=== uart_rx ===
### M1 wires, uart_rx

Bar = 20 um.
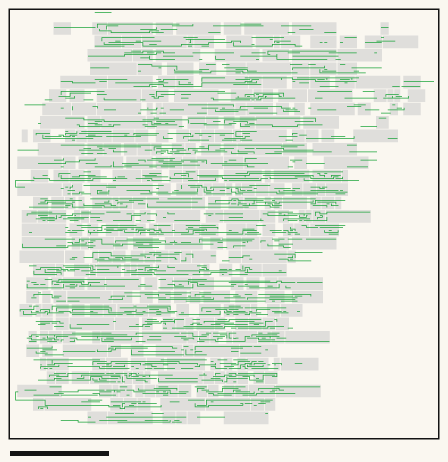
### Metal 2, uart_rx

Bar = 20 um.
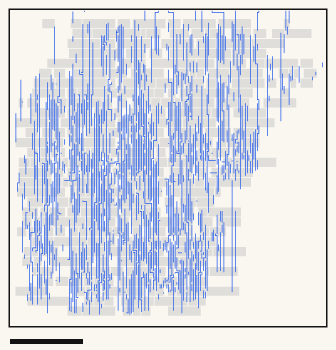
`src/rtl/uart_pkg.sv`:
```
// Shared UART types: receiver/transmitter state encodings
// and the bit-period helper used by both directions.
package uart_pkg;

  typedef enum logic [2:0] {
    IDLE,
    START,
    DATA,
    PARITY,
    STOP
  } uart_rx_state_e;

  typedef enum logic [1:0] {
    TX_IDLE,
    TX_START,
    TX_DATA,
    TX_STOP
  } uart_tx_state_e;

  // Clock cycles per serial bit (truncating division).
  function automatic int sclk_period(
    input int clk_hz,
    input int baud
  );
    return clk_hz / baud;
  endfunction

endpackage

```
`src/rtl/uart_sync.sv`:
```
// Two-flop synchronizer for an asynchronous input;
// both stages reset to the idle-high line level.
module uart_sync (
  input  logic clk,
  input  logic rst_n,
  input  logic d_i,
  output logic q_o
);

  logic s1_q;
  logic s2_q;

  // Two back-to-back flops to settle metastability.
  always_ff @(posedge clk or negedge rst_n) begin
    if (!rst_n) begin
      s1_q <= 1'b1;
      s2_q <= 1'b1;
    end else begin
      s1_q <= d_i;
      s2_q <= s1_q;
    end
  end

  assign q_o = s2_q;

endmodule

```
`src/rtl/uart_rx.sv`:
```
// UART receiver: start/data/[parity]/stop framing, one held byte.
// Even parity bit is present only when UART_RX_PARITY_EN is defined.
module uart_rx
  import uart_pkg::*;
#(
  parameter int BaudRate     = 9600,
  parameter int DataBitsSize = 8,
  parameter int ClockFreqHz  = 10000000
) (
  input  logic                    clk,
  input  logic                    rst_n,
  input  logic                    rx_sig,
  input  logic                    read,
  output logic [DataBitsSize-1:0] read_data,
  output logic                    read_valid,
  output logic                    frame_err,
  output logic                    overrun,
  output logic                    parity_err
);

  localparam int SClkPeriod =
    sclk_period(ClockFreqHz, BaudRate);
  localparam logic [31:0] FullLast =
    32'(SClkPeriod - 1);
  localparam logic [31:0] HalfLast =
    32'(SClkPeriod / 2 - 1);
  localparam logic [3:0] BitLast =
    4'(DataBitsSize - 1);

`ifdef UART_RX_PARITY_EN
  localparam bit ParEn = 1'b1;
`else
  localparam bit ParEn = 1'b0;
`endif

  localparam int W = DataBitsSize;

  logic           rx_s;
  logic           prev_q;
  uart_rx_state_e state_q, state_d;
  logic [31:0]    cnt_q, cnt_d;
  logic [3:0]     bit_q, bit_d;
  logic [W-1:0]   shift_q, shift_d;
  logic           pbad_q, pbad_d;
  logic           done;
  logic           rd;

  logic [W-1:0]   data_q;
  logic           valid_q;
  logic           ferr_q;
  logic           perr_q;
  logic           ovr_q;

  uart_sync u_sync (
    .clk   (clk),
    .rst_n (rst_n),
    .d_i   (rx_sig),
    .q_o   (rx_s)
  );

  // Frame FSM, counters and shift register state.
  always_ff @(posedge clk or negedge rst_n) begin
    if (!rst_n) begin
      state_q <= IDLE;
      cnt_q   <= '0;
      bit_q   <= '0;
      shift_q <= '0;
      pbad_q  <= 1'b0;
      prev_q  <= 1'b1;
    end else begin
      state_q <= state_d;
      cnt_q   <= cnt_d;
      bit_q   <= bit_d;
      shift_q <= shift_d;
      pbad_q  <= pbad_d;
      prev_q  <= rx_s;
    end
  end

  // Next-state: sample mid-start, then once per bit period.
  always_comb begin
    state_d = state_q;
    cnt_d   = cnt_q + 32'd1;
    bit_d   = bit_q;
    shift_d = shift_q;
    pbad_d  = pbad_q;
    done    = 1'b0;
    unique case (state_q)
      IDLE: begin
        cnt_d  = '0;
        bit_d  = '0;
        pbad_d = 1'b0;
        if (prev_q && !rx_s) state_d = START;
      end
      START: begin
        if (cnt_q == HalfLast) begin
          cnt_d   = '0;
          state_d = rx_s ? IDLE : DATA;
        end
      end
      DATA: begin
        if (cnt_q == FullLast) begin
          cnt_d   = '0;
          shift_d = (shift_q >> 1)
                  | (W'(rx_s) << (W - 1));
          bit_d   = bit_q + 4'd1;
          if (bit_q == BitLast)
            state_d = ParEn ? PARITY : STOP;
        end
      end
      PARITY: begin
        if (cnt_q == FullLast) begin
          cnt_d   = '0;
          pbad_d  = ParEn & ((^shift_q) != rx_s);
          state_d = STOP;
        end
      end
      STOP: begin
        if (cnt_q == FullLast) begin
          cnt_d   = '0;
          done    = 1'b1;
          state_d = IDLE;
        end
      end
      default: begin
        cnt_d   = '0;
        state_d = IDLE;
      end
    endcase
  end

  assign rd = read && valid_q;

  // Held byte, status flags and consumer handshake.
  always_ff @(posedge clk or negedge rst_n) begin
    if (!rst_n) begin
      data_q  <= '0;
      valid_q <= 1'b0;
      ferr_q  <= 1'b0;
      perr_q  <= 1'b0;
      ovr_q   <= 1'b0;
    end else begin
      if (done) begin
        data_q  <= shift_q;
        ferr_q  <= !rx_s;
        perr_q  <= pbad_q;
        valid_q <= 1'b1;
        ovr_q   <= (valid_q && !read)
                 || (ovr_q && !rd);
      end else if (rd) begin
        valid_q <= 1'b0;
        ovr_q   <= 1'b0;
      end
    end
  end

  assign read_data  = data_q;
  assign read_valid = valid_q;
  assign frame_err  = ferr_q;
  assign overrun    = ovr_q;
  assign parity_err = ParEn & perr_q;

endmodule
```
`config.mk`:
```
export PLATFORM = sky130hd
export DESIGN_NAME = uart_rx
export DESIGN_NICKNAME = d
export VERILOG_FILES = /design/src/rtl/uart_pkg.sv /design/src/rtl/uart_sync.sv /design/src/rtl/uart_rx.sv
export SDC_FILE = /design/constraint.sdc
export NUM_CORES = 1
export LEC_CHECK = 0
export ABC_CLOCK_PERIOD_IN_PS = 1850
export CAP_MARGIN = 20
export CORE_UTILIZATION = 45
export CTS_CLUSTER_SIZE = 14
export DETAILED_ROUTE_END_ITERATION = 7
export PLACE_DENSITY = 0.77
export SYNTH_ARGS = -nofsm -noshare
export SYNTH_HDL_FRONTEND = slang
export SYNTH_SLANG_ARGS = --single-unit
```
`constraint.sdc`:
```
create_clock -name clk -period 1.85 [get_ports clk]
set_input_delay 0.37 -clock clk [delete_from_list [all_inputs] [get_ports clk]]
set_output_delay 0.37 -clock clk [all_outputs]
set_load 0.01 [all_outputs]
```
==> changes_impl.md <==
### Changed

- FP Core Util: 47.0%
- Post-Synth Simple-Gate Area: 26.2%
- Crit path to: shift_q[4]
- Failing checks: negative setup slack
- Max reg flops: 32
- Critical Path End Type: register
- Buffers on Ports: 14
- CTS tree: yes
- Number of enable flip-flop cells: 0
- Post-synth area hogs: dfrtp_1 (45%), mux2_2 (5.6%), a211oi_1 (3.3%), nand4_1 (3.1%), dfstp_2 (2.4%)
- Number of nets in the layout: 399
- Fraction of area in registers: 33.5%
- Final setup vio count: 46
- Net Sw Frac: 28.8%
- RR Startpoint: cnt_q[9]
- Startpoint types: register
- Vias in the first global route: 2780
- Clock Buffer Count: 12
- Final core occ: 66.7%
- Clk ins delay skew pair: 0.35 ns
- Worst VDD drop: 0.671 mV
- CP top delay family: simple AND/OR/NAND/NOR gates
- Rows: 30
- Fin worst setup slack: -0.191 ns
- Status: finished, violations left
- Drt initial violations: 260
- Post-Synthesis Cells: 307
- Seq pwr share: 46.3%
Notes on 'M1 wires' of uart_rx above:
The longest straight run is 25.8 um. The layer carries 3900 um of wire. The wires run mostly horizontal.
DRT Wirelength: 9.12 mm
routing usage on met1: 31.5%
routed via count: 2993

Notes on 'Metal 2' of uart_rx above:
372 nets have wire on it. The longest straight run is 35.4 um.
met2 GRT Util: 35.9%


=== cache_ctrl_nway ===
### M1 wires, cache_ctrl_nway

Bar = 20 um.
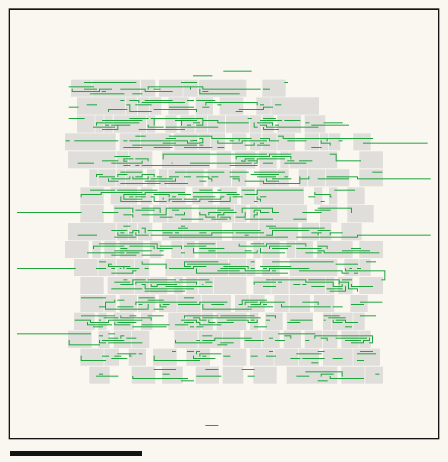
### Metal 2, cache_ctrl_nway

Bar = 20 um.
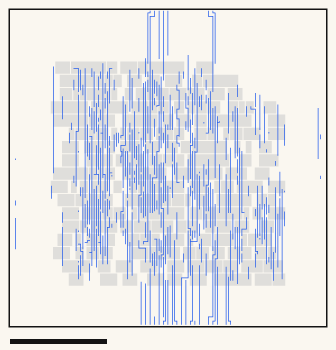
$ cat src/rtl/cache_ctrl_nway.sv
// Cache controller FSM for an N-way set-associative cache behind an AXI-style memory master.
// Sequences lookups, victim write-back, line fill and write-through stores; arrays live outside.
module cache_ctrl_nway #(
    parameter int unsigned WAYS       = 4,
    parameter int unsigned BEATS      = 16,
    parameter bit          WRITE_BACK = 1'b1,
    parameter int unsigned WAY_W      = $clog2(WAYS),
    parameter int unsigned BEAT_W     = $clog2(BEATS)
) (
    input  logic              clk,
    input  logic              rst,
    input  logic              cpu_valid,
    input  logic              cpu_rw,
    output logic              cpu_ready,
    output logic              hit,
    output logic              resp_valid,
    input  logic [WAYS-1:0]   way_match,
    input  logic [WAYS-1:0]   way_valid,
    input  logic [WAYS-1:0]   way_dirty,
    input  logic [WAY_W-1:0]  lru_way,
    output logic [WAY_W-1:0]  sel_way,
    output logic              data_we,
    output logic              fill_we,
    output logic              tag_we,
    output logic              dirty_set,
    output logic              dirty_clr,
    output logic              lru_touch,
    output logic [BEAT_W-1:0] beat_idx,
    output logic [1:0]        addr_sel,
    output logic              aw_valid,
    input  logic              aw_ready,
    output logic              w_valid,
    input  logic              w_ready,
    output logic              w_last,
    input  logic              b_valid,
    output logic              b_ready,
    output logic              ar_valid,
    input  logic              ar_ready,
    input  logic              r_valid,
    input  logic              r_last,
    output logic              r_ready,
    output logic              proto_err
);

    localparam logic [3:0] StIdle = 4'd0;
    localparam logic [3:0] StWbAw = 4'd1;
    localparam logic [3:0] StWbW  = 4'd2;
    localparam logic [3:0] StWbB  = 4'd3;
    localparam logic [3:0] StLdAr = 4'd4;
    localparam logic [3:0] StLdR  = 4'd5;
    localparam logic [3:0] StWtAw = 4'd6;
    localparam logic [3:0] StWtW  = 4'd7;
    localparam logic [3:0] StWtB  = 4'd8;

    logic [3:0]       state_q, state_d;
    logic [BEAT_W:0]  cnt_q, cnt_d;
    logic [WAY_W-1:0] victim_q, victim_d;
    logic             proto_err_q, proto_err_d;

    logic [WAY_W-1:0] hit_way, miss_way;
    logic             any_hit, victim_dirty, last_beat;
    logic [BEAT_W:0]  cnt_inc;

    // Descending scan so the lowest matching / lowest invalid way wins.
    always_comb begin
        hit_way  = '0;
        miss_way = lru_way;
        for (int i = int'(WAYS) - 1; i >= 0; i--) begin
            if (way_match[i]) hit_way = WAY_W'(i);
            if (!way_valid[i]) miss_way = WAY_W'(i);
        end
    end

    assign any_hit      = |way_match;
    assign victim_dirty = way_valid[miss_way] & way_dirty[miss_way];
    assign last_beat    = (cnt_q == (BEAT_W+1)'(BEATS - 1));
    assign cnt_inc      = cnt_q + (BEAT_W+1)'(1);
    assign proto_err    = proto_err_q;

    always_comb begin
        state_d     = state_q;
        cnt_d       = cnt_q;
        victim_d    = victim_q;
        proto_err_d = proto_err_q;
        cpu_ready   = 1'b0;
        hit         = 1'b0;
        resp_valid  = 1'b0;
        sel_way     = victim_q;
        data_we     = 1'b0;
        fill_we     = 1'b0;
        tag_we      = 1'b0;
        dirty_set   = 1'b0;
        dirty_clr   = 1'b0;
        lru_touch   = 1'b0;
        beat_idx    = '0;
        addr_sel    = 2'b00;
        aw_valid    = 1'b0;
        w_valid     = 1'b0;
        w_last      = 1'b0;
        b_ready     = 1'b0;
        ar_valid    = 1'b0;
        r_ready     = 1'b0;

        case (state_q)
            StIdle: begin
                cpu_ready = 1'b1;
                sel_way   = '0;
                if (cpu_valid) begin
                    if (any_hit) begin
                        hit       = 1'b1;
                        sel_way   = hit_way;
                        lru_touch = 1'b1;
                        if (!cpu_rw) begin
                            resp_valid = 1'b1;
                        end else if (WRITE_BACK) begin
                            data_we    = 1'b1;
                            dirty_set  = 1'b1;
                            resp_valid = 1'b1;
                        end else begin
                            data_we  = 1'b1;
                            victim_d = hit_way;
                            state_d  = StWtAw;
                        end
                    end else begin
                        sel_way  = miss_way;
                        victim_d = miss_way;
                        if (WRITE_BACK && victim_dirty) state_d = StWbAw;
                        else if (!WRITE_BACK && cpu_rw) state_d = StWtAw;
                        else                            state_d = StLdAr;
                    end
                end
            end
            StWbAw: begin
                aw_valid = 1'b1;
                addr_sel = 2'b01;
                if (aw_ready) begin
                    state_d = StWbW;
                    cnt_d   = '0;
                end
            end
            StWbW: begin
                w_valid  = 1'b1;
                addr_sel = 2'b01;
                beat_idx = cnt_q[BEAT_W-1:0];
                w_last   = last_beat;
                if (w_ready) begin
                    if (last_beat) begin
                        state_d = StWbB;
                        cnt_d   = '0;
                    end else begin
                        cnt_d = cnt_inc;
                    end
                end
            end
            StWbB: begin
                b_ready = 1'b1;
                if (b_valid) begin
                    dirty_clr = 1'b1;
                    state_d   = StLdAr;
                end
            end
            StLdAr: begin
                ar_valid = 1'b1;
                addr_sel = 2'b10;
                if (ar_ready) begin
                    state_d = StLdR;
                    cnt_d   = '0;
                end
            end
            StLdR: begin
                r_ready  = 1'b1;
                beat_idx = cnt_q[BEAT_W-1:0];
                if (r_valid) begin
                    fill_we = 1'b1;
                    // Beat count ends the burst; a misplaced r_last is only flagged.
                    if (r_last != last_beat) proto_err_d = 1'b1;
                    if (last_beat) begin
                        tag_we    = 1'b1;
                        dirty_clr = 1'b1;
                        lru_touch = 1'b1;
                        state_d   = StIdle;
                        cnt_d     = '0;
                    end else begin
                        cnt_d = cnt_inc;
                    end
                end
            end
            StWtAw: begin
                aw_valid = 1'b1;
                if (aw_ready) state_d = StWtW;
            end
            StWtW: begin
                w_valid = 1'b1;
                w_last  = 1'b1;
                if (w_ready) state_d = StWtB;
            end
            StWtB: begin
                b_ready = 1'b1;
                if (b_valid) begin
                    resp_valid = 1'b1;
                    state_d    = StIdle;
                end
            end
            default: state_d = StIdle;
        endcase
    end

    always_ff @(posedge clk) begin
        if (rst) begin
            state_q     <= StIdle;
            cnt_q       <= '0;
            victim_q    <= '0;
            proto_err_q <= 1'b0;
        end else begin
            state_q     <= state_d;
            cnt_q       <= cnt_d;
            victim_q    <= victim_d;
            proto_err_q <= proto_err_d;
        end
    end

endmodule

$ cat config.mk
export PLATFORM = sky130hd
export DESIGN_NAME = cache_ctrl_nway
export DESIGN_NICKNAME = d
export VERILOG_FILES = /design/src/rtl/cache_ctrl_nway.sv
export SDC_FILE = /design/constraint.sdc
export NUM_CORES = 1
export LEC_CHECK = 0
export CORE_MARGIN = 8
export CORE_UTILIZATION = 44
export CTS_CLUSTER_SIZE = 28
export DETAILED_ROUTE_END_ITERATION = 10
export HOLD_SLACK_MARGIN = 0.15
export PLACE_DENSITY = 0.84
export SLEW_MARGIN = 15
export SYNTH_ARGS = -nofsm -noshare
export SYNTH_HDL_FRONTEND = slang
export SYNTH_SLANG_ARGS = --single-unit
$ cat constraint.sdc
create_clock -name clk -period 3.3 [get_ports clk]
set_input_delay 0.99 -clock clk [delete_from_list [all_inputs] [get_ports clk]]
set_output_delay 0.99 -clock clk [all_outputs]
set_load 0.03 [all_outputs]
==> changes_impl.md <==
### Changed

- CP peak stage delay: 0.52 ns
- Number of enable flip-flop cells: 0
- Core area: 2230 sq um
- CTS tree: yes
- Die X: 64.9 um
- Worst reg2reg path endpoint: state_q[1]
- Synth top area share: 22.9%
- Finished Cell Area: 1780 sq um
- Status: finished, final reports clean
- N_taps: 28
- Fa+ha+maj area frac: 1.19%
- Async set-reset flop share out of synthesis: 0%
- Fin worst setup slack: 0.0105 ns
- Max reg flops: 5
- Invs w/o clock: 5
- Power Density: 454 nW/um^2
- Total grt overflow: 0
- Post-Synthesis Cells: 136
- Static Leak: 0.774 nW
- DP Area: 1700 sq um
- Fraction of area in registers: 13.6%
- Clk. pwr: 119 uW
- Peak fanout along the critical path: 2
- Ordered cell list for the critical path: clkdlybuf4s50_1 > inv_1 > or3b_2 > nand2_2 > buf_6
- FP Core Util: 47.1%
## Picture notes: 'M1 wires' of cache_ctrl_nway
The wires run mostly horizontal. The layer holds 40% of the routed length.
routed via count: 1347
DRT Wirelength: 3.85 mm
routing usage on met1: 19.8%

## Picture notes: 'Metal 2' of cache_ctrl_nway
207 nets have wire on it. The wires run mostly vertical. The layer holds 50% of the routed length. The longest straight run is 26.5 um. The layer carries 1930 um of wire.
met2 GRT Util: 30.8%


=== lt24_frame_streamer ===
### M1 wires, lt24_frame_streamer

Bar = 50 um.
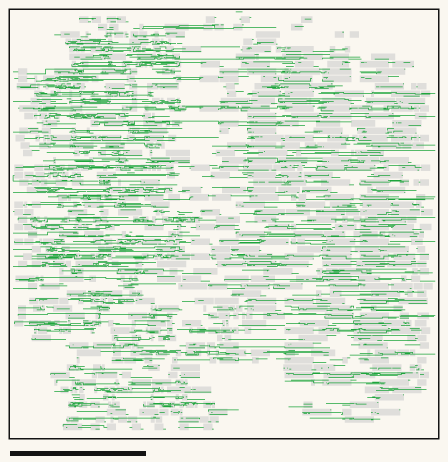
### Metal 2, lt24_frame_streamer

Bar = 50 um.
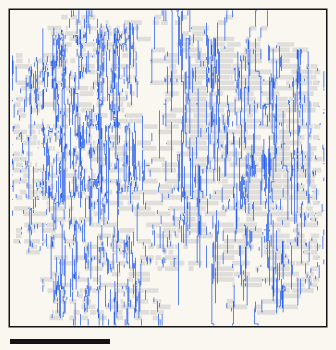
### Met3 routing, lt24_frame_streamer

Bar = 50 um.
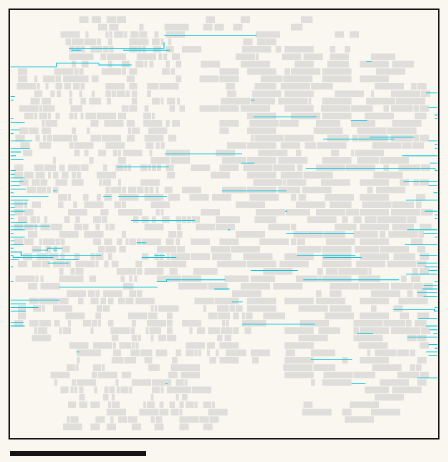
**config.mk**
```make
export PLATFORM = sky130hd
export DESIGN_NAME = lt24_frame_streamer
export DESIGN_NICKNAME = d
export VERILOG_FILES = /design/src/rtl/lt24_frame_streamer.sv
export SDC_FILE = /design/constraint.sdc
export NUM_CORES = 1
export LEC_CHECK = 0
export CAP_MARGIN = 15
export CELL_PAD_IN_SITES_DETAIL_PLACEMENT = 0
export CELL_PAD_IN_SITES_GLOBAL_PLACEMENT = 1
export CORE_UTILIZATION = 40
export DETAILED_ROUTE_END_ITERATION = 8
export PLACE_DENSITY = 0.75
export SETUP_SLACK_MARGIN = 0.4
export SLEW_MARGIN = 30
export SYNTH_ARGS = -nofsm -noshare
export SYNTH_HDL_FRONTEND = slang
export SYNTH_SLANG_ARGS = --single-unit
export TNS_END_PERCENT = 50
```
**constraint.sdc**
```tcl
create_clock -name clock -period 3.7 [get_ports clock]
set_input_delay 0.555 -clock clock [delete_from_list [all_inputs] [get_ports clock]]
set_output_delay 0.555 -clock clock [all_outputs]
set_load 0.05 [all_outputs]
```
**src/rtl/lt24_frame_streamer.sv**
```systemverilog
// Purpose: raster scanner that requests pixels from a fixed-latency renderer and streams them to the LT24 controller.
// Latency: first pixelWrite RENDER_LATENCY+1 cycles after the first req_valid; then 1 pixel/cycle with pixelReady high.
// Backpressure: requests are credit-limited by FIFO occupancy plus in-flight renders, so pixelReady=0 never drops a colour.
//
// Ports:
//   clock, reset               - system clock, synchronous active-high reset
//   enable, win_*              - run control and update window, sampled only when a frame starts
//   req_valid/req_x/req_y      - address stream to the renderer; rgb_in returns RENDER_LATENCY cycles later
//   xAddr/yAddr/pixelData      - FIFO head presented to the display
//   pixelWrite/pixelReady      - display write handshake; pixel is consumed when both are high
//   frame_start/frame_done     - one-cycle frame boundary pulses
//   game_tick/frame_count/busy - frame-synchronous tick, completed-frame counter, scanner activity
module lt24_frame_streamer #(
    parameter int WIDTH          = 240,
    parameter int HEIGHT         = 320,
    parameter int RENDER_LATENCY = 2,
    parameter int FIFO_DEPTH     = 4,
    parameter int TICK_FRAMES    = 1,
    parameter int XW             = $clog2(WIDTH),
    parameter int YW             = $clog2(HEIGHT)
) (
    input  logic          clock,
    input  logic          reset,
    input  logic          enable,
    input  logic [XW-1:0] win_x0,
    input  logic [XW-1:0] win_x1,
    input  logic [YW-1:0] win_y0,
    input  logic [YW-1:0] win_y1,
    input  logic          win_en,
    output logic          req_valid,
    output logic [XW-1:0] req_x,
    output logic [YW-1:0] req_y,
    input  logic [15:0]   rgb_in,
    output logic [XW-1:0] xAddr,
    output logic [YW-1:0] yAddr,
    output logic [15:0]   pixelData,
    output logic          pixelWrite,
    input  logic          pixelReady,
    output logic          frame_start,
    output logic          frame_done,
    output logic          game_tick,
    output logic [15:0]   frame_count,
    output logic          busy
);

    localparam int AW = $clog2(FIFO_DEPTH);
    localparam int CW = $clog2(FIFO_DEPTH + 1);
    localparam int OW = $clog2(FIFO_DEPTH + RENDER_LATENCY + 1);
    localparam int TW = (TICK_FRAMES > 1) ? $clog2(TICK_FRAMES) : 1;

    localparam logic [XW:0]   X_LIM = (XW+1)'(WIDTH);
    localparam logic [YW:0]   Y_LIM = (YW+1)'(HEIGHT);
    localparam logic [XW-1:0] X_MAX = XW'(WIDTH - 1);
    localparam logic [YW-1:0] Y_MAX = YW'(HEIGHT - 1);

    typedef enum logic [1:0] {IDLE, SCAN, DRAIN} state_t;

    typedef struct packed {
        logic [XW-1:0] x;
        logic [YW-1:0] y;
        logic [15:0]   rgb;
    } pix_t;

    state_t state, state_nxt;

    logic [XW-1:0] x_lo, x_hi, cur_x;
    logic [YW-1:0] y_lo, y_hi, cur_y;

    logic [RENDER_LATENCY-1:0] pipe_vld;
    logic [XW-1:0]             pipe_x [RENDER_LATENCY];
    logic [YW-1:0]             pipe_y [RENDER_LATENCY];

    pix_t          fifo_mem [FIFO_DEPTH];
    logic [AW-1:0] wr_ptr, rd_ptr;
    logic [CW-1:0] fifo_cnt;
    pix_t          head, push_dat;

    logic [OW-1:0] outstanding;
    logic          push, pop, load, last_req, win_ok;
    logic [TW-1:0] tick_cnt;
    logic          frame_start_q;
    logic [15:0]   frame_cnt_q;

    // A malformed or out-of-range window falls back to the full panel.
    assign win_ok = win_en && (win_x0 <= win_x1) && ({1'b0, win_x1} < X_LIM)
                           && (win_y0 <= win_y1) && ({1'b0, win_y1} < Y_LIM);

    assign push     = pipe_vld[RENDER_LATENCY-1];
    assign push_dat = '{x: pipe_x[RENDER_LATENCY-1], y: pipe_y[RENDER_LATENCY-1], rgb: rgb_in};
    assign head     = fifo_mem[rd_ptr];
    assign pixelWrite = (fifo_cnt != '0);
    assign pop      = pixelWrite && pixelReady;
    assign last_req = (cur_x == x_hi) && (cur_y == y_hi);

    // Head is gated so that a flushed FIFO never shows stale memory contents.
    assign xAddr     = pixelWrite ? head.x   : '0;
    assign yAddr     = pixelWrite ? head.y   : '0;
    assign pixelData = pixelWrite ? head.rgb : '0;

    assign req_x       = cur_x;
    assign req_y       = cur_y;
    assign frame_start = frame_start_q;
    assign frame_count = frame_cnt_q;
    assign busy        = (state != IDLE);
    assign game_tick   = frame_done && (tick_cnt == TW'(TICK_FRAMES - 1));

    // Credits: every request in the render pipe already owns a FIFO slot.
    always_comb begin
        outstanding = OW'(fifo_cnt);
        for (int i = 0; i < RENDER_LATENCY; i++) begin
            outstanding = outstanding + OW'(pipe_vld[i]);
        end
    end

    always_comb begin
        state_nxt  = state;
        req_valid  = 1'b0;
        frame_done = 1'b0;
        load       = 1'b0;
        case (state)
            IDLE: begin
                if (enable) begin
                    load      = 1'b1;
                    state_nxt = SCAN;
                end
            end
            SCAN: begin
                // A pop this cycle frees the slot the new request will need.
                req_valid = (outstanding < OW'(FIFO_DEPTH)) ||
                            ((outstanding == OW'(FIFO_DEPTH)) && pop);
                if (req_valid && last_req) begin
                    state_nxt = DRAIN;
                end
            end
            DRAIN: begin
                // Final accept: the only pixel left anywhere leaves the FIFO now.
                if (!reset && pop && (fifo_cnt == CW'(1)) && (pipe_vld == '0)) begin
                    frame_done = 1'b1;
                    if (enable) begin
                        load      = 1'b1;
                        state_nxt = SCAN;
                    end else begin
                        state_nxt = IDLE;
                    end
                end
            end
            default: state_nxt = IDLE;
        endcase
    end

    always_ff @(posedge clock) begin
        if (reset) begin
            state <= IDLE;
        end else begin
            state <= state_nxt;
        end
    end

    always_ff @(posedge clock) begin
        if (reset) begin
            x_lo          <= '0;
            x_hi          <= '0;
            y_lo          <= '0;
            y_hi          <= '0;
            cur_x         <= '0;
            cur_y         <= '0;
            pipe_vld      <= '0;
            wr_ptr        <= '0;
            rd_ptr        <= '0;
            fifo_cnt      <= '0;
            tick_cnt      <= '0;
            frame_start_q <= 1'b0;
            frame_cnt_q   <= '0;
        end else begin
            frame_start_q <= load;
            if (load) begin
                x_lo  <= win_ok ? win_x0 : '0;
                x_hi  <= win_ok ? win_x1 : X_MAX;
                y_lo  <= win_ok ? win_y0 : '0;
                y_hi  <= win_ok ? win_y1 : Y_MAX;
                cur_x <= win_ok ? win_x0 : '0;
                cur_y <= win_ok ? win_y0 : '0;
            end else if (req_valid && !last_req) begin
                if (cur_x == x_hi) begin
                    cur_x <= x_lo;
                    cur_y <= cur_y + 1'b1;
                end else begin
                    cur_x <= cur_x + 1'b1;
                end
            end

            pipe_vld[0] <= req_valid;
            for (int i = 1; i < RENDER_LATENCY; i++) begin
                pipe_vld[i] <= pipe_vld[i-1];
            end

            if (push) wr_ptr <= wr_ptr + 1'b1;
            if (pop)  rd_ptr <= rd_ptr + 1'b1;
            case ({push, pop})
                2'b10:   fifo_cnt <= fifo_cnt + 1'b1;
                2'b01:   fifo_cnt <= fifo_cnt - 1'b1;
                default: fifo_cnt <= fifo_cnt;
            endcase

            if (frame_done) begin
                tick_cnt    <= (tick_cnt == TW'(TICK_FRAMES - 1)) ? '0 : tick_cnt + 1'b1;
                frame_cnt_q <= frame_cnt_q + 1'b1;
            end
        end
    end

    // Datapath only: qualified by pipe_vld / fifo_cnt, so no reset needed.
    always_ff @(posedge clock) begin
        pipe_x[0] <= cur_x;
        pipe_y[0] <= cur_y;
        for (int i = 1; i < RENDER_LATENCY; i++) begin
            pipe_x[i] <= pipe_x[i-1];
            pipe_y[i] <= pipe_y[i-1];
        end
        if (push) begin
            fifo_mem[wr_ptr] <= push_dat;
        end
    end

endmodule

```
==> changes_impl.md <==
### Changed

- Status: finished, final reports clean
- Max Slew Vio Count: 0
- Critical Path End Type: output port
- N_taps: 319
- Layout Cells excl Fill: 1179
- Final setup vio count: 0
- FP Core Util: 40.9%
- Worst-path clk slew: 0.06 ns
- Worst slew margin relative to its limit: 40.1%
- DP Area: 11300 sq um
- WL/cell: 16.7 um
- R2R cell count: 10
- DR pass1 iterations: 4
- DR vias/cell: 5.00
- Ao+oa area frac: 7.20%
- Clk root buf: clkbuf_16
- Metal1 wirelength: 9.37 mm
- Cells resized by post-CTS repair: 8
- Peak fanout along the critical path: 34
- Arr. time, crit path: 2.67 ns
- Pre-CTS setup slack: 0.522 ns
- Crit-path slowest cell: clkdlybuf4s50_1
- Finished Cell Area: 12100 sq um
- Biggest regs: fifo_mem (132), pipe_y (18)
- Clk. pwr: 2.56 mW
- Slew @ Worst Pin: 0.894 ns
- CP Data Required Time: 3.14 ns
- Placed Cells incl. Taps: 1131
Notes on 'M1 wires' of lt24_frame_streamer above:
835 nets have wire on it. The layer holds 48% of the routed length.
DRT Wirelength: 19.7 mm
routing usage on met1: 22.7%

Notes on 'Metal 2' of lt24_frame_streamer above:
The layer carries 8920 um of wire. The wires run mostly vertical. The layer holds 45% of the routed length. The longest straight run is 67.1 um. 742 nets have wire on it.
met2 GRT Util: 25.1%
routed via count: 5895

Notes on 'Met3 routing' of lt24_frame_streamer above:
The layer holds 5.6% of the routed length. The layer carries 1090 um of wire.
met3 Track Usage GR: 2.92%


=== bgd_index_fetch ===
### M1 wires, bgd_index_fetch

Bar = 20 um.
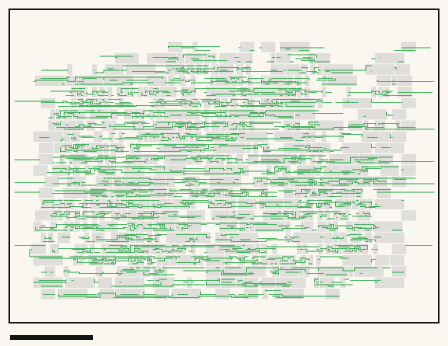
### Routing congestion map, bgd_index_fetch

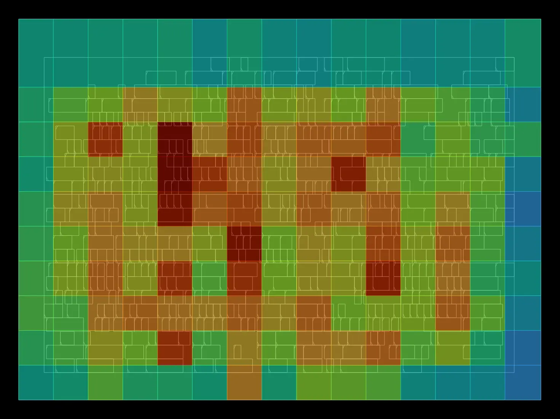
### Metal 2, bgd_index_fetch

Bar = 20 um.
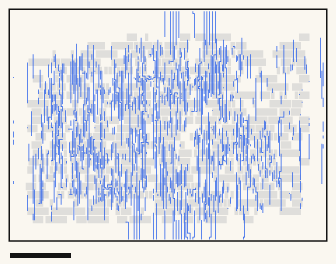
$ cat config.mk
export PLATFORM = sky130hd
export DESIGN_NAME = bgd_index_fetch
export DESIGN_NICKNAME = d
export VERILOG_FILES = /design/src/rtl/bgd_index_fetch.sv
export SDC_FILE = /design/constraint.sdc
export NUM_CORES = 1
export LEC_CHECK = 0
export ABC_AREA = 1
export CAP_MARGIN = 20
export CORE_ASPECT_RATIO = 0.7
export CORE_MARGIN = 5
export CORE_UTILIZATION = 55
export DETAILED_ROUTE_END_ITERATION = 10
export PLACE_DENSITY = 0.84
export SLEW_MARGIN = 20
export SYNTH_ARGS = -nofsm -noshare
export SYNTH_HDL_FRONTEND = slang
export SYNTH_SLANG_ARGS = --single-unit
$ cat constraint.sdc
create_clock -name Clk -period 7.3 [get_ports Clk]
set_input_delay 1.46 -clock Clk [delete_from_list [all_inputs] [get_ports Clk]]
set_output_delay 1.46 -clock Clk [all_outputs]
set_load 0.03 [all_outputs]
$ cat src/rtl/bgd_index_fetch.sv
// -----------------------------------------------------------------------------
// bgd_index_fetch
//
// Turns the VGA scan position into a background-ROM read address and returns
// the 4-bit palette index three cycles later, aligned with a valid flag. The
// 320x240 background is shown at 2x scale on 640x480. It supports horizontal
// wrap-around scrolling, either requested by the host or automatic. A new
// scroll value only takes effect on the frame-boundary cycle, so no frame
// ever mixes two scroll values.
//
// Ports
//   Clk, Reset     pixel clock; synchronous active-high reset
//   DrawX, DrawY   scan position (0..799, 0..524)
//   blank          1 during active video
//   scroll_x_in    requested scroll in texels; taken when scroll_valid &&
//                  scroll_ready are both high
//   scroll_ready   no request pending
//   auto_en        advance scroll by AUTO_STEP at each frame boundary
//   rom_addr       registered ROM address; ROM returns rom_q one Clk later
//   index          palette index, 3 cycles after the pixel was presented
//   index_valid    index belongs to an active, in-image pixel
//   scroll_ack     pulse when a pending request is applied
//   frame_tick     pulse following the frame-boundary cycle
// -----------------------------------------------------------------------------
module bgd_index_fetch #(
    parameter int unsigned IMG_W       = 320,
    parameter int unsigned IMG_H       = 240,
    parameter int unsigned SCALE_SHIFT = 1,
    parameter int unsigned ADDR_W      = 17,
    parameter int unsigned AUTO_STEP   = 1,
    parameter logic [3:0]  BG_IDX      = 4'h0
) (
    input  logic              Clk,
    input  logic              Reset,
    input  logic [9:0]        DrawX,
    input  logic [9:0]        DrawY,
    input  logic              blank,
    input  logic [8:0]        scroll_x_in,
    input  logic              scroll_valid,
    output logic              scroll_ready,
    input  logic              auto_en,
    output logic [ADDR_W-1:0] rom_addr,
    input  logic [3:0]        rom_q,
    output logic [3:0]       index,
    output logic              index_valid,
    output logic              scroll_ack,
    output logic              frame_tick
);

    localparam logic [9:0]  SCR_W_C  = 10'(IMG_W << SCALE_SHIFT);
    localparam logic [9:0]  SCR_H_C  = 10'(IMG_H << SCALE_SHIFT);
    localparam logic [10:0] IMG_W_11 = 11'(IMG_W);
    localparam logic [9:0]  IMG_W_10 = 10'(IMG_W);
    localparam logic [8:0]  IMG_W_9  = 9'(IMG_W);
    localparam logic [9:0]  STEP_10  = 10'(AUTO_STEP);

    // Scroll state
    logic [8:0]        scroll_x_q, scroll_x_d;
    logic [8:0]        pend_q, pend_d;
    logic              pend_v_q, pend_v_d;

    // Pipeline state
    logic [ADDR_W-1:0] addr_q, addr_d;
    logic              v1_q, v1_d;
    logic              v2_q;
    logic [3:0]        index_q, index_d;
    logic              index_v_q;
    logic              ack_q, ack_d;
    logic              tick_q, tick_d;

    // Combinational helpers
    logic              boundary;
    logic [10:0]       u0, u;
    logic [9:0]        v;
    logic [9:0]        auto_sum;
    logic [8:0]        auto_next;
    logic [8:0]        cap_val;

    always_comb begin
        boundary = (DrawY == SCR_H_C) && (DrawX == '0);
        v1_d     = blank && (DrawX < SCR_W_C) && (DrawY < SCR_H_C);

        // Horizontal texel coordinate with a single wrap. Scroll is always
        // below IMG_W, so one subtraction is enough.
        u0 = 11'(DrawX >> SCALE_SHIFT) + 11'(scroll_x_q);
        u  = (u0 >= IMG_W_11) ? (u0 - IMG_W_11) : u0;
        v  = DrawY >> SCALE_SHIFT;

        addr_d = '0;
        if (v1_d) begin
            addr_d = ADDR_W'(v) * ADDR_W'(IMG_W) + ADDR_W'(u);
        end

        // Stage 3 picks the background colour for pixels that are not visible.
        index_d = v2_q ? rom_q : BG_IDX;

        auto_sum  = 10'(scroll_x_q) + STEP_10;
        auto_next = (auto_sum >= IMG_W_10) ? 9'(auto_sum - IMG_W_10) : 9'(auto_sum);
        cap_val   = (scroll_x_in >= IMG_W_9) ? (scroll_x_in - IMG_W_9) : scroll_x_in;

        scroll_x_d = scroll_x_q;
        pend_d     = pend_q;
        pend_v_d   = pend_v_q;

        if (boundary) begin
            if (pend_v_q) begin
                scroll_x_d = pend_q;
                pend_v_d   = 1'b0;
            end else if (auto_en) begin
                scroll_x_d = auto_next;
            end
        end

        // Ready reflects the registered pending flag. A request taken on the
        // boundary cycle is held until the next boundary.
        if (scroll_valid && !pend_v_q) begin
            pend_d   = cap_val;
            pend_v_d = 1'b1;
        end

        ack_d  = boundary && pend_v_q;
        tick_d = boundary;
    end

    always_ff @(posedge Clk) begin
        if (Reset) begin
            scroll_x_q <= '0;
            pend_q     <= '0;
            pend_v_q   <= 1'b0;
            addr_q     <= '0;
            v1_q       <= 1'b0;
            v2_q       <= 1'b0;
            index_q    <= BG_IDX;
            index_v_q  <= 1'b0;
            ack_q      <= 1'b0;
            tick_q     <= 1'b0;
        end else begin
            scroll_x_q <= scroll_x_d;
            pend_q     <= pend_d;
            pend_v_q   <= pend_v_d;
            addr_q     <= addr_d;
            v1_q       <= v1_d;
            v2_q       <= v1_q;
            index_q    <= index_d;
            index_v_q  <= v2_q;
            ack_q      <= ack_d;
            tick_q     <= tick_d;
        end
    end

    assign rom_addr     = addr_q;
    assign index        = index_q;
    assign index_valid  = index_v_q;
    assign scroll_ack   = ack_q;
    assign frame_tick   = tick_q;
    assign scroll_ready = !pend_v_q;

endmodule

==> changes_impl.md <==
### Changed

- Status: finished, final reports clean
- Synth Register Bits: 45
- Startpoint types: input pin
- Buffers on Ports: 62
- Synth top area share: 26.6%
- Power Density: 138 nW/um^2
- Tot Pwr: 579 uW
- Reg2reg setup slack: 3.24 ns
- Clk pwr share: 28.8%
- Crit-path most repeated cell: nand2_1
- First-pass GRT wire length: 14.9 mm
- FP Core Util: 57.9%
- Max Used Layer: met4
- Signal buffers: 63
- Clock Buffer Count: 5
- R2R cell count: 31
- Unique cell types: 41
- Synth Seq Share: 26.6%
- Share of layout cells above drive strength 1: 8.47%
- Number of enable flip-flop cells: 0
- Clk. pwr: 167 uW
- Met3 WL: 748 um
- Die y size: 75.6 um
- Hold Crit Depth: 2
- N_taps: 75
- Fraction of area in registers: 21.5%
- Clk cell area share: 2.24%
- Vias in the first global route: 3226
- Ports: 63
## Picture notes: 'M1 wires' of bgd_index_fetch
The layer carries 4070 um of wire. The longest straight run is 33.1 um.
routing usage on met1: 31.2%
DRT Wirelength: 8.59 mm
routed via count: 3384

## Picture notes: 'Routing congestion map' of bgd_index_fetch
met3 Track Usage GR: 5.17%
met2 GRT Util: 37.6%
global route hottest layer: met2
final core occ: 71.7%

## Picture notes: 'Metal 2' of bgd_index_fetch
The layer carries 3670 um of wire. 499 nets have wire on it. The layer holds 43% of the routed length. The wires run mostly vertical. The longest straight run is 26.5 um.


=== a2b_conv_seq ===
### M1 wires, a2b_conv_seq

Bar = 100 um.
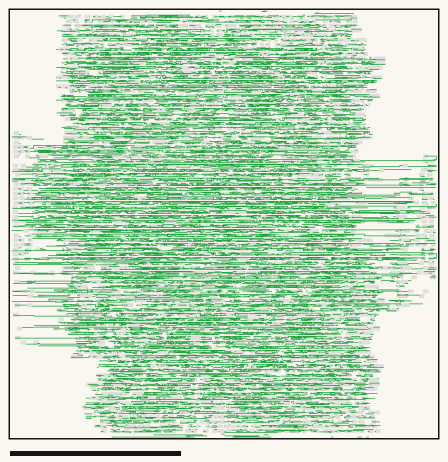
### Metal 2, a2b_conv_seq

Bar = 100 um.
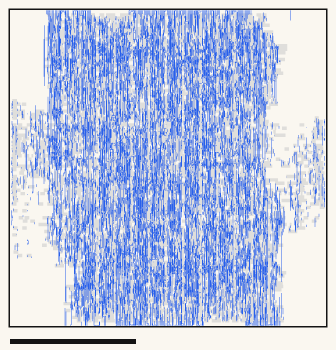
[config.mk]
export PLATFORM = sky130hd
export DESIGN_NAME = a2b_conv_seq
export DESIGN_NICKNAME = d
export VERILOG_FILES = /design/src/rtl/a2b_conv_seq.sv
export SDC_FILE = /design/constraint.sdc
export NUM_CORES = 2
export LEC_CHECK = 0
export ABC_CLOCK_PERIOD_IN_PS = 2500
export CAP_MARGIN = 10
export CORE_MARGIN = 1
export CORE_UTILIZATION = 51
export DETAILED_ROUTE_END_ITERATION = 8
export PLACE_DENSITY = 0.84
export SYNTH_ARGS = -nofsm -noshare
export SYNTH_HDL_FRONTEND = slang
export SYNTH_SLANG_ARGS = --single-unit
[constraint.sdc]
create_clock -name clk -period 2.5 [get_ports clk]
set_clock_uncertainty 0.2 [all_clocks]
set_input_delay 0.375 -clock clk [delete_from_list [all_inputs] [get_ports clk]]
set_output_delay 0.375 -clock clk [all_outputs]
set_load 0.005 [all_outputs]
[src/rtl/a2b_conv_seq.sv]
// a2b_conv_seq: iterative arithmetic-to-Boolean mask converter.
// Each arithmetic share is added into a Boolean-masked accumulator with a
// masked ripple-carry adder: G = acc & B from one SecAND pass, then K-1 passes
// of C = (G ^ (P & C)) << 1, sum = P ^ C. A single shared SecAND (one-cycle
// registered latency) does every masked AND.
// Optional build macro A2B_OUT_REFRESH_EN: adds port rnd_ref and a REFRESH
// state that re-masks the final shares before they are presented on z.

// Masked AND over N Boolean shares with a one-cycle registered latency.
// Every cross product x_i & y_j is blinded by two random words; each word
// lands in exactly two output shares, so it cancels in the XOR of z.
module a2b_secand #(
  parameter int K = 32,
  parameter int N = 3,
  parameter int R = N * (N - 1)
) (
  input  logic                clk,
  input  logic                rst,
  input  logic                ena,
  input  logic                dvld,
  input  logic [N-1:0][K-1:0] x,
  input  logic [N-1:0][K-1:0] y,
  input  logic [K*R-1:0]      rnd,
  output logic [N-1:0][K-1:0] z,
  output logic                ovld
);
  logic [R-1:0][K-1:0] rw;
  logic [N-1:0][K-1:0] zc;

  assign rw = rnd;

  for (genvar i = 0; i < N; i++) begin : g_row
    logic [N:0][K-1:0] s;
    assign s[0] = '0;
    for (genvar j = 0; j < N; j++) begin : g_col
      if (j == i) begin : g_diag
        assign s[j+1] = s[j] ^ (x[i] & y[i]);
      end else begin : g_cross
        localparam int IJ = i * (N - 1) + ((j < i) ? j : j - 1);
        localparam int JI = j * (N - 1) + ((i < j) ? i : i - 1);
        assign s[j+1] = s[j] ^ (x[i] & y[j]) ^ rw[IJ] ^ rw[JI];
      end
    end
    assign zc[i] = s[N];
  end

  // Output share register; held whenever ena is low.
  always_ff @(posedge clk) begin
    if (rst) begin
      z    <= '0;
      ovld <= 1'b0;
    end else if (ena) begin
      ovld <= dvld;
      if (dvld) z <= zc;
    end
  end
endmodule

module a2b_conv_seq #(
  parameter int K_WIDTH   = 32,
  parameter int N_SHARES  = 3,
  parameter int MASKWIDTH = K_WIDTH * N_SHARES,
  parameter int RANDNUM   = N_SHARES * (N_SHARES - 1)
) (
  input  logic                         clk,
  input  logic                         rst,
  input  logic                         ena,
  input  logic                         dvld,
  input  logic [K_WIDTH*RANDNUM-1:0]   rnd,
`ifdef A2B_OUT_REFRESH_EN
  input  logic [K_WIDTH*(N_SHARES-1)-1:0] rnd_ref,
`endif
  input  logic [MASKWIDTH-1:0]         a,
  output logic                         busy,
  output logic [MASKWIDTH-1:0]         z,
  output logic                         ovld
);
  localparam int KW = $clog2(N_SHARES);
  localparam int IW = $clog2(K_WIDTH);

  typedef logic [N_SHARES-1:0][K_WIDTH-1:0] shares_t;

  typedef enum logic [3:0] {
    S_IDLE, S_LOAD, S_G_ISS, S_G_CAP, S_C_ISS, S_C_CAP, S_SUM, S_REFRESH, S_DONE
  } state_t;

  state_t         state, state_nx;
  shares_t        a_st, acc, g, c, p, bsh, gx, cnx, sec_x, sec_y, sec_z;
  logic           sec_vld, sec_ovld;
  logic [KW-1:0]  k;
  logic [IW-1:0]  it;
  logic           last_k, last_it;

  // B is the trivial Boolean sharing of a_k: share k carries a_k, others zero.
  for (genvar i = 0; i < N_SHARES; i++) begin : g_share
    assign bsh[i] = (k == KW'(i)) ? a_st[i] : '0;
    // Carry update: drop the MSB, shift a zero into bit 0.
    assign cnx[i] = {gx[i][K_WIDTH-2:0], 1'b0};
  end

  assign p       = acc ^ bsh;
  assign gx      = g ^ sec_z;
  assign last_k  = (k == KW'(N_SHARES - 1));
  assign last_it = (it == IW'(K_WIDTH - 2));
  assign busy    = (state != S_IDLE);

  // G pass ANDs acc with B; carry passes AND the propagate vector with C.
  assign sec_x = (state == S_C_ISS) ? p : acc;
  assign sec_y = (state == S_C_ISS) ? c : bsh;

`ifdef A2B_OUT_REFRESH_EN
  // Re-mask: first N-1 shares take fresh words, the last absorbs their XOR.
  logic [N_SHARES-2:0][K_WIDTH-1:0] rref;
  logic [N_SHARES-1:0][K_WIDTH-1:0] rsum;
  shares_t                          acc_ref;
  assign rref    = rnd_ref;
  assign rsum[0] = '0;
  for (genvar i = 0; i < N_SHARES - 1; i++) begin : g_ref
    assign rsum[i+1]  = rsum[i] ^ rref[i];
    assign acc_ref[i] = acc[i] ^ rref[i];
  end
  assign acc_ref[N_SHARES-1] = acc[N_SHARES-1] ^ rsum[N_SHARES-1];
`endif

  a2b_secand #(.K(K_WIDTH), .N(N_SHARES), .R(RANDNUM)) u_secand (
    .clk  (clk),
    .rst  (rst),
    .ena  (ena),
    .dvld (sec_vld),
    .x    (sec_x),
    .y    (sec_y),
    .rnd  (rnd),
    .z    (sec_z),
    .ovld (sec_ovld)
  );

  // State register; ena low freezes the sequence.
  always_ff @(posedge clk) begin
    if (rst)      state <= S_IDLE;
    else if (ena) state <= state_nx;
  end

  // Next-state and SecAND issue strobe.
  always_comb begin
    state_nx = state;
    sec_vld  = 1'b0;
    case (state)
      S_IDLE:  if (dvld) state_nx = S_LOAD;
      S_LOAD:  state_nx = S_G_ISS;
      S_G_ISS: begin
        sec_vld  = 1'b1;
        state_nx = S_G_CAP;
      end
      S_G_CAP: if (sec_ovld) state_nx = S_C_ISS;
      S_C_ISS: begin
        sec_vld  = 1'b1;
        state_nx = S_C_CAP;
      end
      S_C_CAP: if (sec_ovld) state_nx = last_it ? S_SUM : S_C_ISS;
      S_SUM: begin
        if (!last_k)  state_nx = S_G_ISS;
`ifdef A2B_OUT_REFRESH_EN
        else          state_nx = S_REFRESH;
`else
        else          state_nx = S_DONE;
`endif
      end
      S_REFRESH: state_nx = S_DONE;
      S_DONE:    state_nx = S_IDLE;
      default:   state_nx = S_IDLE;
    endcase
  end

  // Operand store, accumulator, carry chain and output register.
  always_ff @(posedge clk) begin
    if (rst) begin
      a_st <= '0;
      acc  <= '0;
      g    <= '0;
      c    <= '0;
      k    <= '0;
      it   <= '0;
      z    <= '0;
      ovld <= 1'b0;
    end else if (ena) begin
      ovld <= (state == S_DONE);
      case (state)
        S_IDLE: if (dvld) a_st <= a;
        S_LOAD: begin
          acc    <= '0;
          acc[0] <= a_st[0];
          k      <= KW'(1);
        end
        S_G_CAP: if (sec_ovld) begin
          g  <= sec_z;
          c  <= '0;
          it <= '0;
        end
        S_C_CAP: if (sec_ovld) begin
          c  <= cnx;
          it <= it + 1'b1;
        end
        S_SUM: begin
          acc <= p ^ c;
          k   <= k + 1'b1;
        end
`ifdef A2B_OUT_REFRESH_EN
        S_REFRESH: acc <= acc_ref;
`endif
        S_DONE: z <= acc;
        default: ;
      endcase
    end
  end
endmodule

==> changes_impl.md <==
### Changed

- Final core occ: 64.8%
- Power Density: 533 nW/um^2
- Top cells by count: nand2_1 (786), dfxtp_1 (580), a21oi_1 (558)
- Crit-path slowest cell: xnor2_1
- Cell Area, Synth: 31400 sq um
- Placed wire-length estimate: 71.4 mm
- Worst slew margin relative to its limit: 59.6%
- Comb area leader: AND-OR/OR-AND gates
- Static Leak: 13.2 nW
- Slew @ Worst Pin: 0.601 ns
- Post-synth area hogs: dfxtp_1 (37%), xnor2_1 (11%), nand2_1 (9.4%), a21oi_1 (8.9%), xor2_1 (4.7%)
- Status: finished, final reports clean
- Global route hottest layer: met2
- Pre-CTS setup slack: -0.102 ns
- Post-Synthesis Cells: 4017
- Finished Cell Area: 39200 sq um
- Sequential logic power: 9.51 mW
- Ports: 390
- First-pass GRT wire length: 159 mm
## Picture notes: 'M1 wires' of a2b_conv_seq
4266 nets have wire on it. The longest straight run is 81.9 um.
DRT Wirelength: 105 mm
routing usage on met1: 45.1%

## Picture notes: 'Metal 2' of a2b_conv_seq
The longest straight run is 76.2 um. The layer holds 43% of the routed length. 3823 nets have wire on it.
routed via count: 30900
met2 GRT Util: 46.6%



==> gallery <==
Signal wires on met4.
image #1
Bar = 50 um.
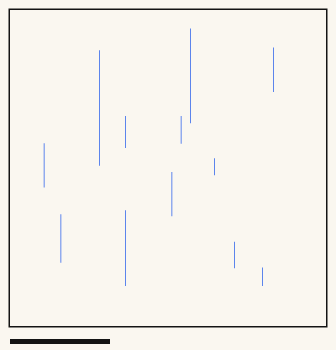
image #2
Bar = 100 um.
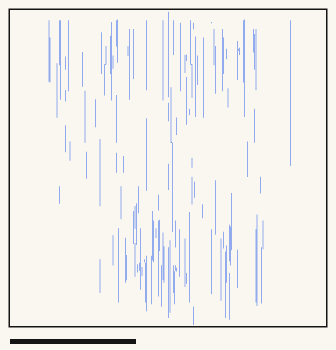
image #3
Bar = 20 um.
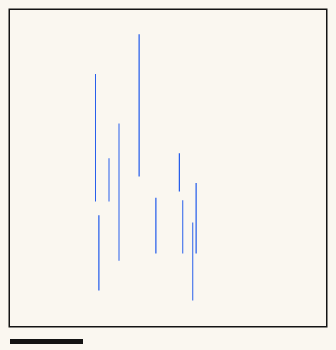
image #3 -> uart_rx
image #2 -> a2b_conv_seq
image #1 -> lt24_frame_streamer
The one with the smallest die is image #3.
The one with the largest die is image #2.

Key to image #1:
The layer carries 290 um of wire. The layer holds 1.5% of the routed length. 5 nets have wire on it.

Power is estimated from default activity; no workload was simulated.
